# block 1

===== config.mk =====
export PLATFORM = sky130hd
export DESIGN_NAME = tdc_sequencer
export DESIGN_NICKNAME = d
export VERILOG_FILES = /design/src/rtl/tdc_seq_pkg.sv /design/src/rtl/tdc_seq_stats.sv /design/src/rtl/tdc_sequencer.sv
export SDC_FILE = /design/constraint.sdc
export NUM_CORES = 1
export LEC_CHECK = 0
export CELL_PAD_IN_SITES_DETAIL_PLACEMENT = 1
export CELL_PAD_IN_SITES_GLOBAL_PLACEMENT = 1
export CORE_ASPECT_RATIO = 0.75
export CORE_MARGIN = 3
export CORE_UTILIZATION = 40
export CTS_BUF_LIST = sky130_fd_sc_hd__clkbuf_8
export DETAILED_ROUTE_END_ITERATION = 8
export PLACE_DENSITY = 0.89
export SYNTH_ARGS = -nofsm -noshare
export SYNTH_HDL_FRONTEND = slang
export SYNTH_HIERARCHICAL = 1
export SYNTH_SLANG_ARGS = --single-unit
export TNS_END_PERCENT = 1

===== constraint.sdc =====
create_clock -name clk -period 2.8 [get_ports clk]
set_input_delay 0.28 -clock clk [delete_from_list [all_inputs] [get_ports clk]]
set_output_delay 0.28 -clock clk [all_outputs]
set_load 0.02 [all_outputs]

===== src/rtl/tdc_seq_pkg.sv =====
// Shared types and defaults for the TDC measurement sequencer.
package tdc_seq_pkg;

    // Default number of cycles allowed between the capture pulse and the done pulse
    // when the TDC never raises val_out.
    localparam int TIMEOUT_DEFAULT = 16;

    // Width of a Hamming-weight result for an N-tap delay line (0..N inclusive).
    function automatic int hw_width(input int n);
        return $clog2(n) + 1;
    endfunction

    typedef enum logic [2:0] {
        S_IDLE,
        S_LAUNCH,
        S_DELAY,
        S_CAPTURE,
        S_WAIT_VAL,
        S_ACCUM,
        S_DONE
    } seq_state_t;

endpackage


===== src/rtl/tdc_seq_stats.sv =====
// Running statistics over the Hamming-weight results of one batch.
module tdc_seq_stats
    import tdc_seq_pkg::*;
#(
    parameter int HW_W  = 7,
    parameter int CNT_W = 8
) (
    input  logic                  clk,
    input  logic                  rst,
    input  logic                  clr,
    input  logic                  acc_en,
    input  logic [HW_W-1:0]       hw,
    output logic [CNT_W-1:0]      n_done,
    output logic [HW_W+CNT_W-1:0] sum,
    output logic [HW_W-1:0]       hw_min,
    output logic [HW_W-1:0]       hw_max
);

    // Clear to the empty-batch values, otherwise fold in one sample per enable.
    always_ff @(posedge clk) begin
        if (rst || clr) begin
            n_done <= '0;
            sum    <= '0;
            hw_min <= '1;
            hw_max <= '0;
        end else if (acc_en) begin
            n_done <= n_done + 1'b1;
            sum    <= sum + {{CNT_W{1'b0}}, hw};
            if (hw < hw_min) hw_min <= hw;
            if (hw > hw_max) hw_max <= hw;
        end
    end

endmodule


===== src/rtl/tdc_sequencer.sv =====
// Batch controller for tdc_top: issues launch/capture pulse pairs with a
// programmable spacing, collects the Hamming-weight results and keeps
// sum/min/max over the batch.
module tdc_sequencer
    import tdc_seq_pkg::*;
#(
    parameter int N       = 64,
    parameter int HW_W    = hw_width(N),
    parameter int DLY_W   = 8,
    parameter int CNT_W   = 8,
    parameter int TIMEOUT = TIMEOUT_DEFAULT
) (
    input  logic                  clk,
    input  logic                  rst,
    input  logic                  start,
    input  logic [DLY_W-1:0]      cfg_delay,
    input  logic [CNT_W-1:0]      cfg_count,
    input  logic                  cfg_src,
    input  logic                  cfg_bypass,
    output logic                  clk_launch,
    output logic                  clk_capture,
    output logic                  pg_src,
    output logic                  pg_bypass,
    output logic                  pg_in,
    output logic                  pg_tog,
    output logic                  val_in,
    input  logic [HW_W-1:0]       hw,
    input  logic                  val_out,
    output logic                  busy,
    output logic                  done,
    output logic                  timeout_err,
    output logic [CNT_W-1:0]      n_done,
    output logic [HW_W+CNT_W-1:0] sum,
    output logic [HW_W-1:0]       hw_min,
    output logic [HW_W-1:0]       hw_max
);

    // The deadline is counted from the capture pulse: capture cycle, WAIT_VAL
    // cycles, the DONE state and the registered done pulse together span TIMEOUT
    // cycles, so WAIT_VAL gets TIMEOUT-2 cycles (counter 0..TIMEOUT-3).
    localparam int                WAIT_W    = $clog2(TIMEOUT);
    localparam logic [WAIT_W-1:0] WAIT_LAST = WAIT_W'(TIMEOUT - 3);

    seq_state_t        state, next_state;
    logic [DLY_W-1:0]  dly_q, dly_cnt;
    logic [CNT_W-1:0]  cnt_q;
    logic              src_q, byp_q;
    logic [WAIT_W-1:0] wait_cnt;
    logic [HW_W-1:0]   hw_q;

    logic accept, last_meas, wait_expire;
    logic launch_n, capture_n, pg_in_n, val_in_n, busy_n, done_n;
    logic pg_src_n, pg_bypass_n, pg_tog_n;

    // A start is taken only from IDLE, and not in the cycle the previous
    // batch's done pulse is visible.
    assign accept      = (state == S_IDLE) && start && !done;
    assign last_meas   = (n_done + 1'b1) == cnt_q;
    assign wait_expire = (wait_cnt == WAIT_LAST);

    // State register.
    always_ff @(posedge clk) begin
        if (rst) state <= S_IDLE;
        else     state <= next_state;
    end

    // Next-state decode.
    always_comb begin
        next_state = state;
        case (state)
            S_IDLE: begin
                if (accept) next_state = (cfg_count == '0) ? S_DONE : S_LAUNCH;
            end
            S_LAUNCH:   next_state = (dly_q != '0) ? S_DELAY : S_CAPTURE;
            S_DELAY:    if (dly_cnt == '0) next_state = S_CAPTURE;
            S_CAPTURE:  next_state = S_WAIT_VAL;
            S_WAIT_VAL: begin
                if (val_out)          next_state = S_ACCUM;
                else if (wait_expire) next_state = S_DONE;
            end
            S_ACCUM:    next_state = last_meas ? S_DONE : S_LAUNCH;
            S_DONE:     next_state = S_IDLE;
            default:    next_state = S_IDLE;
        endcase
    end

    // Output decode: pin values for the upcoming state, registered below so the
    // pulses line up with the state they belong to. done is taken from the
    // DONE state itself, so it appears together with busy falling.
    always_comb begin
        launch_n    = (next_state == S_LAUNCH);
        capture_n   = (next_state == S_CAPTURE);
        pg_in_n     = (next_state == S_LAUNCH) || (next_state == S_DELAY);
        // val_in qualifies the whole launch..capture window and drops while
        // the result is awaited.
        val_in_n    = (next_state == S_LAUNCH) || (next_state == S_DELAY) ||
                      (next_state == S_CAPTURE);
        busy_n      = (next_state != S_IDLE);
        done_n      = (state == S_DONE);
        pg_src_n    = busy_n && (accept ? cfg_src    : src_q);
        pg_bypass_n = busy_n && (accept ? cfg_bypass : byp_q);
        // Toggle starts from 0 each batch and flips on every launch.
        pg_tog_n    = busy_n && (pg_tog ^ launch_n);
    end

    // Output registers.
    always_ff @(posedge clk) begin
        if (rst) begin
            clk_launch  <= 1'b0;
            clk_capture <= 1'b0;
            pg_in       <= 1'b0;
            val_in      <= 1'b0;
            busy        <= 1'b0;
            done        <= 1'b0;
            pg_src      <= 1'b0;
            pg_bypass   <= 1'b0;
            pg_tog      <= 1'b0;
        end else begin
            clk_launch  <= launch_n;
            clk_capture <= capture_n;
            pg_in       <= pg_in_n;
            val_in      <= val_in_n;
            busy        <= busy_n;
            done        <= done_n;
            pg_src      <= pg_src_n;
            pg_bypass   <= pg_bypass_n;
            pg_tog      <= pg_tog_n;
        end
    end

    // Config latch, delay/wait counters, result capture and the sticky timeout flag.
    always_ff @(posedge clk) begin
        if (rst) begin
            dly_q       <= '0;
            cnt_q       <= '0;
            src_q       <= 1'b0;
            byp_q       <= 1'b0;
            dly_cnt     <= '0;
            wait_cnt    <= '0;
            hw_q        <= '0;
            timeout_err <= 1'b0;
        end else begin
            if (accept) begin
                dly_q       <= cfg_delay;
                cnt_q       <= cfg_count;
                src_q       <= cfg_src;
                byp_q       <= cfg_bypass;
                timeout_err <= 1'b0;
            end
            case (state)
                S_LAUNCH:  dly_cnt  <= dly_q - 1'b1;
                S_DELAY:   dly_cnt  <= dly_cnt - 1'b1;
                S_CAPTURE: wait_cnt <= '0;
                S_WAIT_VAL: begin
                    wait_cnt <= wait_cnt + 1'b1;
                    if (val_out)          hw_q        <= hw;
                    else if (wait_expire) timeout_err <= 1'b1;
                end
                default: ;
            endcase
        end
    end

    tdc_seq_stats #(
        .HW_W  (HW_W),
        .CNT_W (CNT_W)
    ) u_stats (
        .clk    (clk),
        .rst    (rst),
        .clr    (accept),
        .acc_en (state == S_ACCUM),
        .hw     (hw_q),
        .n_done (n_done),
        .sum    (sum),
        .hw_min (hw_min),
        .hw_max (hw_max)
    );

endmodule


==> flow_summary.json <==
{
  "synthMostInstantiatedCell": "dfxtp_1",
  "min_from": "cfg_delay[2]",
  "wirelength_met1_um": 6470,
  "relSlewSlack_pct": 47.8,
  "power_mw": 3.91,
  "finalNetCount": 686,
  "wl_per_cell_um": 19.1,
  "dpl_cell_area_um2": 5500,
  "outcome": "finished clean",
  "root_buffer": "clkbuf_8",
  "clkbuf_count": 10,
  "fa_ha_area_share_pct": 7.25,
  "cp_slowest_stage_delay_ns": 0.46,
  "regMostFlops": "u_stats/sum",
  "power_frac_seq_pct": 39.5,
  "yosys.area.top_type": "dfxtp_1",
  "start_kind": "register"
}
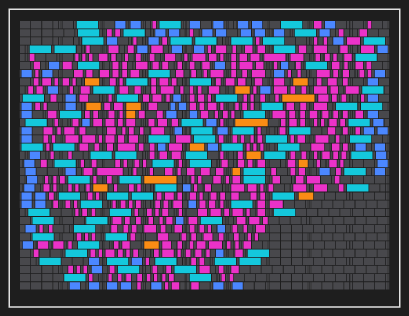
Figure 1: block 1, cells colored by class.
(3 px per um) Fill, decap, tap and diode cells in gray.
| class | color | cells |
|---|---|---|
| remaining logic cells | magenta | 446 |
| sequential cells | cyan | 87 |
| clock drivers and dummy loads | orange | 16 |
| remaining buffers and delay cells | blue | 87 |

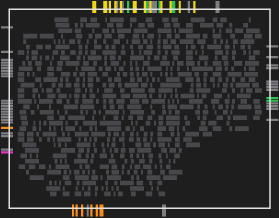
Figure 2: block 1, pin placement.
(2 px per um) Pins as bars across the die edge, other pins in gray.
| port | color | pins | direction | edge |
|---|---|---|---|---|
| hw | green | 7 | input | 5 top, 2 right |
| sum | yellow | 15 | output | top |
| cfg_delay | orange | 8 | input | 7 bottom, 1 left |
| cfg_src | magenta | 1 | input | left |
Die Span Y: 98.8 um
chip width: 130 um
IO buf count: 75


# block 2

--- config.mk ---
export PLATFORM = sky130hd
export DESIGN_NAME = sqg_restrict
export DESIGN_NICKNAME = d
export VERILOG_FILES = /design/src/rtl/sqg_restrict.sv
export SDC_FILE = /design/constraint.sdc
export NUM_CORES = 1
export LEC_CHECK = 0
export CORE_MARGIN = 1.5
export CORE_UTILIZATION = 25
export CTS_CLUSTER_DIAMETER = 80
export DETAILED_ROUTE_END_ITERATION = 16
export PLACE_DENSITY_LB_ADDON = 0.08
export SLEW_MARGIN = 20
export SYNTH_ARGS = -nofsm -noshare
export SYNTH_HDL_FRONTEND = slang
export SYNTH_SLANG_ARGS = --single-unit
--- constraint.sdc ---
create_clock -name CLK -period 3.1 [get_ports CLK]
set_input_delay 0.62 -clock CLK [delete_from_list [all_inputs] [get_ports CLK]]
set_output_delay 0.62 -clock CLK [all_outputs]
set_load 0.02 [all_outputs]
--- src/rtl/sqg_restrict.sv ---
// 2x2 restriction engine: scans a (2^BOX_IDX)^2 fine grid in quads and writes one sum/mean per quad.
// Optional macro SQG_ROUND_EN: mean mode rounds half-up instead of truncating.
module sqg_restrict #(
    parameter int BOX_IDX = 3,
    parameter int DW      = 8
) (
    input  logic                   CLK,
    input  logic                   RST_N,
    input  logic                   start,
    input  logic                   mean_mode,
    input  logic [DW-1:0]          x,
    output logic                   rd_en,
    output logic [2*BOX_IDX-1:0]   rd_addr,
    output logic                   wen,
    output logic [2*BOX_IDX-3:0]   wr_addr,
    output logic [DW+1:0]          y,
    output logic                   busy,
    output logic                   done
);

    localparam int AW = 2*BOX_IDX;
    localparam int CW = 2*BOX_IDX-2;
    localparam int B  = BOX_IDX;

    typedef enum logic [1:0] {
        S_IDLE  = 2'd0,
        S_READ  = 2'd1,
        S_DRAIN = 2'd2,
        S_DONE  = 2'd3
    } state_t;

    state_t            state_q;
    logic [AW-1:0]     cnt_q;
    logic              drain_q;
    logic              mode_q;
    logic              vld_q;
    logic [1:0]        ph_q;
    logic [CW-1:0]     cad_q;
    logic [DW+1:0]     acc_q;
    logic              rd_en_q;
    logic              wen_q;
    logic [CW-1:0]     wr_addr_q;
    logic [DW+1:0]     y_q;
    logic              busy_q;
    logic              done_q;

    logic [DW+1:0]     sum_d;
    logic [DW+1:0]     res_d;

    // counter layout: {cy, cx, phase}; phase bit0 -> fx LSB, bit1 -> fy LSB
    assign rd_addr = {cnt_q[B:2], cnt_q[0], cnt_q[AW-1:B+1], cnt_q[1]};

    always_comb begin
        sum_d = ((ph_q == 2'd0) ? '0 : acc_q) + {2'b00, x};
        res_d = sum_d;
        if (mode_q) begin
`ifdef SQG_ROUND_EN
            res_d = (sum_d + (DW+2)'(2)) >> 2;
`else
            res_d = sum_d >> 2;
`endif
        end
    end

    always_ff @(posedge CLK or negedge RST_N) begin
        if (!RST_N) begin
            state_q   <= S_IDLE;
            cnt_q     <= '0;
            drain_q   <= 1'b0;
            mode_q    <= 1'b0;
            vld_q     <= 1'b0;
            ph_q      <= 2'd0;
            cad_q     <= '0;
            acc_q     <= '0;
            rd_en_q   <= 1'b0;
            wen_q     <= 1'b0;
            wr_addr_q <= '0;
            y_q       <= '0;
            busy_q    <= 1'b0;
            done_q    <= 1'b0;
        end else begin
            wen_q  <= 1'b0;
            done_q <= 1'b0;
            // one-cycle delayed copy of the read issued last cycle, aligned with x
            vld_q  <= rd_en_q;
            ph_q   <= cnt_q[1:0];
            cad_q  <= cnt_q[AW-1:2];
            if (vld_q) begin
                acc_q <= sum_d;
                if (ph_q == 2'd3) begin
                    y_q       <= res_d;
                    wen_q     <= 1'b1;
                    wr_addr_q <= {cad_q[B-2:0], cad_q[CW-1:B-1]};
                end
            end
            case (state_q)
                S_IDLE: begin
                    if (start) begin
                        mode_q  <= mean_mode;
                        cnt_q   <= '0;
                        rd_en_q <= 1'b1;
                        busy_q  <= 1'b1;
                        state_q <= S_READ;
                    end
                end
                S_READ: begin
                    cnt_q <= cnt_q + 1'b1;
                    if (cnt_q == '1) begin
                        rd_en_q <= 1'b0;
                        drain_q <= 1'b0;
                        state_q <= S_DRAIN;
                    end
                end
                S_DRAIN: begin
                    drain_q <= 1'b1;
                    if (drain_q) begin
                        busy_q  <= 1'b0;
                        done_q  <= 1'b1;
                        state_q <= S_DONE;
                    end
                end
                default: state_q <= S_IDLE;
            endcase
        end
    end

    assign rd_en   = rd_en_q;
    assign wen     = wen_q;
    assign wr_addr = wr_addr_q;
    assign y       = y_q;
    assign busy    = busy_q;
    assign done    = done_q;

endmodule
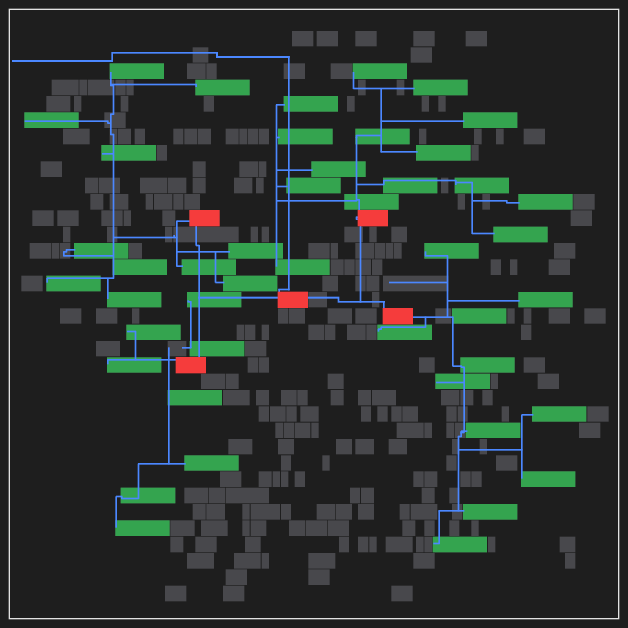
Figure 3: block 2, clock network drawn from the DEF.
(6 px per um)
[clock-net drivers] red | count: 5
[flip-flops] green | count: 45
[clock wires] blue | length: 664 um
routed clock nets: 6
power in the clock group: 0.545 mW
Layout Skew: 0.0129 ns
Worst-Skew Late Latency: 0.30 ns
Clk pwr share: 25.5%

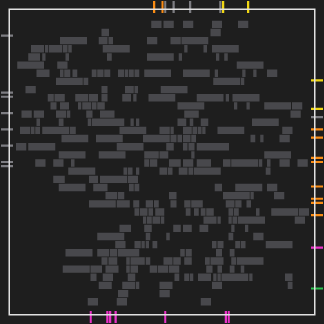
Figure 4: block 2, pin placement.
(3 px per um) Pins as bars across the die edge, other pins in gray.
| port | color | pins | direction | edge |
|---|---|---|---|---|
| RST_N | green | 1 | input | right |
| wr_addr | yellow | 4 | output | 2 top, 2 right |
| x | magenta | 8 | input | 7 bottom, 1 right |
| y | orange | 10 | output | 8 right, 2 top |
chip width: 101 um
Die Span Y: 101 um

==> flow_summary.json <==
{
  "largestClassByArea": "logic gates",
  "synthAoiAreaFrac_pct": 18.6,
  "met2_usage_pct": 19.4,
  "grt_overflow_total": 0,
  "dp_cells": 409,
  "outcome": "finished clean",
  "xor_share_pct": 1.81,
  "n_all_buffers": 40,
  "clkSlewWorstSetupHoldPaths_ns": 0.10,
  "synthMuxAreaShare_pct": 4.92,
  "ant_nets": 0,
  "cts_buffers": 5,
  "power_leader": "combinational logic",
  "cts_setup_buffers": 0,
  "powerSeq_mw": 0.751,
  "ir_worst_vdd_uv": 231
}

# block 3

==> src/rtl/id_ex_stage_reg_pkg.sv <==
// Shared definitions for the ID/EX boundary: control-bundle layout, bubble value,
// and the "instruction reads rt" rule used by load-use detection.
package id_ex_stage_reg_pkg;

  localparam int ALU_OP_W = 3;
  localparam int CTRL_W   = ALU_OP_W + 7;

  // Bundle layout, MSB first: {alu_op, reg_dst, alu_src, branch, mem_read, mem_write, reg_write, mem_to_reg}
  localparam int CTRL_MEM_TO_REG_BIT = 0;
  localparam int CTRL_REG_WRITE_BIT  = 1;
  localparam int CTRL_MEM_WRITE_BIT  = 2;
  localparam int CTRL_MEM_READ_BIT   = 3;
  localparam int CTRL_BRANCH_BIT     = 4;
  localparam int CTRL_ALU_SRC_BIT    = 5;
  localparam int CTRL_REG_DST_BIT    = 6;
  localparam int CTRL_ALU_OP_LSB     = 7;

  localparam logic [CTRL_W-1:0] CTRL_BUBBLE = '0;

  // R-type, store and branch instructions all consume the rt operand.
  function automatic logic uses_rt(input logic reg_dst, input logic mem_write,
                                   input logic branch);
    return reg_dst | mem_write | branch;
  endfunction

endpackage

==> src/rtl/id_ex_stage_reg_hazard_detect.sv <==
// Load-use hazard compare: an EX load whose destination rt feeds the ID instruction.
// Purely combinational; register 0 is never a hazard source.
module id_ex_stage_reg_hazard_detect #(
  parameter int REG_ADDR_W = 5
) (
  input  logic                  id_valid,
  input  logic                  id_reg_dst,
  input  logic                  id_mem_write,
  input  logic                  id_branch,
  input  logic [REG_ADDR_W-1:0] id_rs,
  input  logic [REG_ADDR_W-1:0] id_rt,
  input  logic                  ex_valid,
  input  logic                  ex_mem_read,
  input  logic [REG_ADDR_W-1:0] ex_rt,
  output logic                  hazard
);
  import id_ex_stage_reg_pkg::*;

  logic id_uses_rt;
  logic rs_match;
  logic rt_match;
  logic ex_rt_nonzero;

  assign id_uses_rt    = uses_rt(id_reg_dst, id_mem_write, id_branch);
  assign rs_match      = (ex_rt == id_rs);
  assign rt_match      = (ex_rt == id_rt);
  assign ex_rt_nonzero = (ex_rt != '0);

  assign hazard = id_valid & ex_valid & ex_mem_read & ex_rt_nonzero &
                  (rs_match | (id_uses_rt & rt_match));

endmodule

==> src/rtl/id_ex_stage_reg.sv <==
// ID/EX pipeline register with load-use stall, flush and hold (priority flush > hold > hazard > load).
// Optional ID_EX_PERF_CNT_EN adds saturating stall_cnt / bubble_cnt outputs.
module id_ex_stage_reg #(
  parameter int DATA_W     = 32,
  parameter int REG_ADDR_W = 5,
  parameter int ALU_OP_W   = 3
) (
  input  logic                  clk,
  input  logic                  reset,
  input  logic                  id_valid,
  input  logic                  id_branch,
  input  logic                  id_reg_dst,
  input  logic                  id_alu_src,
  input  logic                  id_mem_read,
  input  logic                  id_mem_write,
  input  logic                  id_reg_write,
  input  logic                  id_mem_to_reg,
  input  logic [ALU_OP_W-1:0]   id_alu_op,
  input  logic [DATA_W-1:0]     id_rs_data,
  input  logic [DATA_W-1:0]     id_rt_data,
  input  logic [DATA_W-1:0]     id_imm,
  input  logic [DATA_W-1:0]     id_pc_plus4,
  input  logic [REG_ADDR_W-1:0] id_rs,
  input  logic [REG_ADDR_W-1:0] id_rt,
  input  logic [REG_ADDR_W-1:0] id_rd,
  input  logic                  flush,
  input  logic                  hold,
  output logic                  stall,
  output logic                  ex_valid,
  output logic                  ex_branch,
  output logic                  ex_reg_dst,
  output logic                  ex_alu_src,
  output logic                  ex_mem_read,
  output logic                  ex_mem_write,
  output logic                  ex_reg_write,
  output logic                  ex_mem_to_reg,
  output logic [ALU_OP_W-1:0]   ex_alu_op,
  output logic [DATA_W-1:0]     ex_rs_data,
  output logic [DATA_W-1:0]     ex_rt_data,
  output logic [DATA_W-1:0]     ex_imm,
  output logic [DATA_W-1:0]     ex_pc_plus4,
  output logic [REG_ADDR_W-1:0] ex_rs,
  output logic [REG_ADDR_W-1:0] ex_rt,
  output logic [REG_ADDR_W-1:0] ex_rd
`ifdef ID_EX_PERF_CNT_EN
  ,
  output logic [31:0]           stall_cnt,
  output logic [31:0]           bubble_cnt
`endif
);
  import id_ex_stage_reg_pkg::*;

  localparam int BUNDLE_W = ALU_OP_W + 7;
  localparam logic [BUNDLE_W-1:0] BUBBLE = BUNDLE_W'(CTRL_BUBBLE);

  logic                  hazard;
  logic                  bubble;
  logic                  load;
  logic [BUNDLE_W-1:0]   id_ctrl;
  logic [BUNDLE_W-1:0]   ctrl_reg;
  logic [BUNDLE_W-1:0]   ctrl_next;
  logic                  ex_valid_reg;
  logic                  ex_valid_next;
  logic [DATA_W-1:0]     rs_data_reg;
  logic [DATA_W-1:0]     rt_data_reg;
  logic [DATA_W-1:0]     imm_reg;
  logic [DATA_W-1:0]     pc_plus4_reg;
  logic [REG_ADDR_W-1:0] rs_reg;
  logic [REG_ADDR_W-1:0] rt_reg;
  logic [REG_ADDR_W-1:0] rd_reg;

  id_ex_stage_reg_hazard_detect #(
    .REG_ADDR_W (REG_ADDR_W)
  ) u_hazard_detect (
    .id_valid     (id_valid),
    .id_reg_dst   (id_reg_dst),
    .id_mem_write (id_mem_write),
    .id_branch    (id_branch),
    .id_rs        (id_rs),
    .id_rt        (id_rt),
    .ex_valid     (ex_valid_reg),
    .ex_mem_read  (ctrl_reg[CTRL_MEM_READ_BIT]),
    .ex_rt        (rt_reg),
    .hazard       (hazard)
  );

  always_comb begin
    id_ctrl = '0;
    id_ctrl[CTRL_ALU_OP_LSB +: ALU_OP_W] = id_alu_op;
    id_ctrl[CTRL_REG_DST_BIT]            = id_reg_dst;
    id_ctrl[CTRL_ALU_SRC_BIT]            = id_alu_src;
    id_ctrl[CTRL_BRANCH_BIT]             = id_branch;
    id_ctrl[CTRL_MEM_READ_BIT]           = id_mem_read;
    id_ctrl[CTRL_MEM_WRITE_BIT]          = id_mem_write;
    id_ctrl[CTRL_REG_WRITE_BIT]          = id_reg_write;
    id_ctrl[CTRL_MEM_TO_REG_BIT]         = id_mem_to_reg;
  end

  // A flush squashes EX even while held; a hazard bubble only happens when not held.
  assign stall  = ~flush & (hold | hazard);
  assign bubble = flush | (~hold & hazard);
  assign load   = ~flush & ~hold & ~hazard;

  always_comb begin
    ex_valid_next = ex_valid_reg;
    ctrl_next     = ctrl_reg;
    if (bubble) begin
      ex_valid_next = 1'b0;
      ctrl_next     = BUBBLE;
    end else if (load) begin
      ex_valid_next = id_valid;
      ctrl_next     = id_valid ? id_ctrl : BUBBLE;
    end
  end

  always_ff @(posedge clk or negedge reset) begin
    if (!reset) begin
      ex_valid_reg <= 1'b0;
      ctrl_reg     <= BUBBLE;
      rs_data_reg  <= '0;
      rt_data_reg  <= '0;
      imm_reg      <= '0;
      pc_plus4_reg <= '0;
      rs_reg       <= '0;
      rt_reg       <= '0;
      rd_reg       <= '0;
    end else begin
      ex_valid_reg <= ex_valid_next;
      ctrl_reg     <= ctrl_next;
      if (load) begin
        rs_data_reg  <= id_rs_data;
        rt_data_reg  <= id_rt_data;
        imm_reg      <= id_imm;
        pc_plus4_reg <= id_pc_plus4;
        rs_reg       <= id_rs;
        rt_reg       <= id_rt;
        rd_reg       <= id_rd;
      end
    end
  end

  assign ex_valid      = ex_valid_reg;
  assign ex_alu_op     = ctrl_reg[CTRL_ALU_OP_LSB +: ALU_OP_W];
  assign ex_reg_dst    = ctrl_reg[CTRL_REG_DST_BIT];
  assign ex_alu_src    = ctrl_reg[CTRL_ALU_SRC_BIT];
  assign ex_branch     = ctrl_reg[CTRL_BRANCH_BIT];
  assign ex_mem_read   = ctrl_reg[CTRL_MEM_READ_BIT];
  assign ex_mem_write  = ctrl_reg[CTRL_MEM_WRITE_BIT];
  assign ex_reg_write  = ctrl_reg[CTRL_REG_WRITE_BIT];
  assign ex_mem_to_reg = ctrl_reg[CTRL_MEM_TO_REG_BIT];
  assign ex_rs_data    = rs_data_reg;
  assign ex_rt_data    = rt_data_reg;
  assign ex_imm        = imm_reg;
  assign ex_pc_plus4   = pc_plus4_reg;
  assign ex_rs         = rs_reg;
  assign ex_rt         = rt_reg;
  assign ex_rd         = rd_reg;

`ifdef ID_EX_PERF_CNT_EN
  logic [31:0] stall_cnt_reg;
  logic [31:0] bubble_cnt_reg;

  always_ff @(posedge clk or negedge reset) begin
    if (!reset) begin
      stall_cnt_reg  <= '0;
      bubble_cnt_reg <= '0;
    end else begin
      if (stall && !(&stall_cnt_reg))
        stall_cnt_reg <= stall_cnt_reg + 32'd1;
      if (bubble && !(&bubble_cnt_reg))
        bubble_cnt_reg <= bubble_cnt_reg + 32'd1;
    end
  end

  assign stall_cnt  = stall_cnt_reg;
  assign bubble_cnt = bubble_cnt_reg;
`endif

endmodule
==> config.mk <==
export PLATFORM = sky130hd
export DESIGN_NAME = id_ex_stage_reg
export DESIGN_NICKNAME = d
export VERILOG_FILES = /design/src/rtl/id_ex_stage_reg_pkg.sv /design/src/rtl/id_ex_stage_reg_hazard_detect.sv /design/src/rtl/id_ex_stage_reg.sv
export SDC_FILE = /design/constraint.sdc
export NUM_CORES = 1
export LEC_CHECK = 0
export ABC_AREA = 1
export CAP_MARGIN = 20
export CORE_MARGIN = 10
export CORE_UTILIZATION = 40
export DETAILED_ROUTE_END_ITERATION = 10
export PLACE_DENSITY = 0.8
export SYNTH_ARGS = -nofsm -noshare
export SYNTH_HDL_FRONTEND = slang
export SYNTH_SLANG_ARGS = --single-unit
==> constraint.sdc <==
create_clock -name clk -period 1.8 [get_ports clk]
set_input_delay 0.36 -clock clk [delete_from_list [all_inputs] [get_ports clk]]
set_output_delay 0.36 -clock clk [all_outputs]
set_load 0.03 [all_outputs]
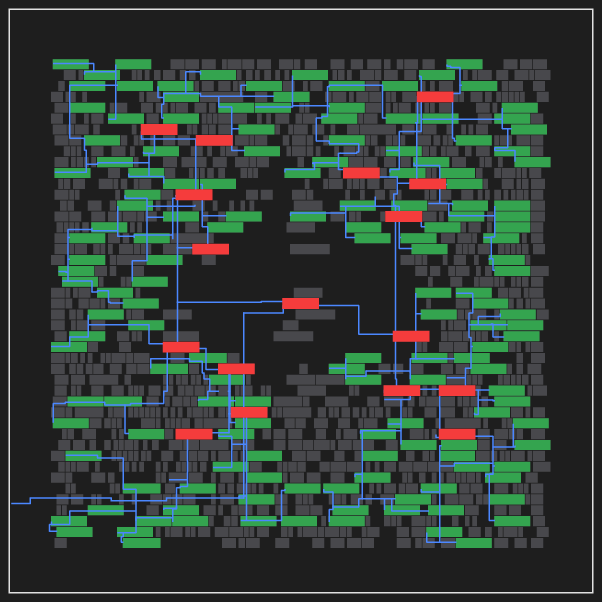
Figure 5: block 3, clock network drawn from the DEF.
(4 px per um)
[flip-flops] green | count: 154
[clock wires] blue | length: 1830 um
[clock-net drivers] red | count: 17
flops lie: widely spread
Layout Skew: 0.0108 ns
power in the clock group: 3.58 mW

==> flow_summary.json <==
{
  "nonClockInverterCount": 16,
  "die_area_um2": 21200,
  "worst_slack_ns": -0.240,
  "n_all_buffers": 362,
  "route.met2.wl_um": 12100,
  "grt.met1_usage_pct": 23.3,
  "outcome": "finished with violations",
  "synthMostInstantiatedCell": "nand2_1",
  "use_met3_pct": 9.00,
  "hold_slack_ns": 0.347,
  "finalSetupViolCount": 4,
  "root_buffer": "clkbuf_16",
  "clkLatencyLatePin_ns": 0.41,
  "fin_util_pct": 69.3,
  "grt_overflow_total": 0,
  "arrival_ns": 1.68,
  "intPower_mw": 7.08,
  "cp.depth": 10,
  "start_kind": "input port",
  "hold_depth": 3,
  "failed_checks": "setup timing"
}


==> gallery <==
Clock routing.
image #1
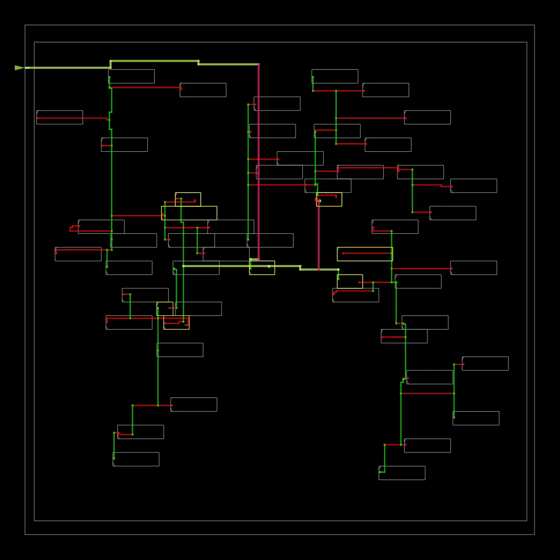
image #2
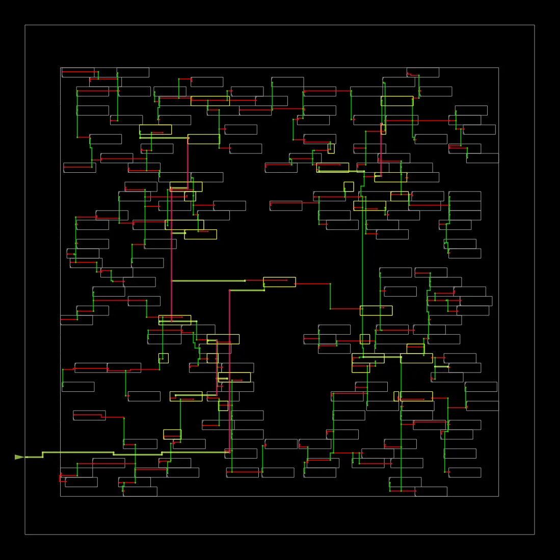
image #3
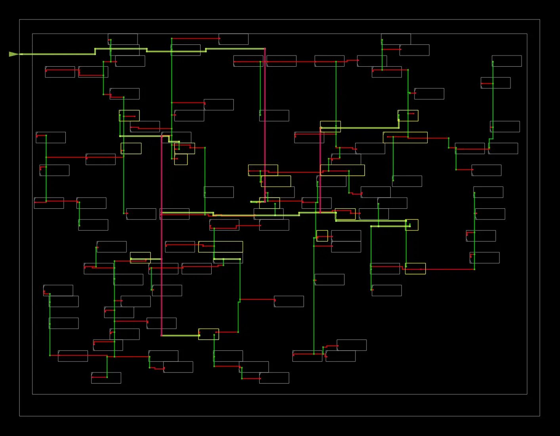
| picture | from |
|---|---|
| image #1 | block 2 |
| image #2 | block 3 |
| image #3 | block 1 |

Power is estimated from default activity; no workload was simulated.
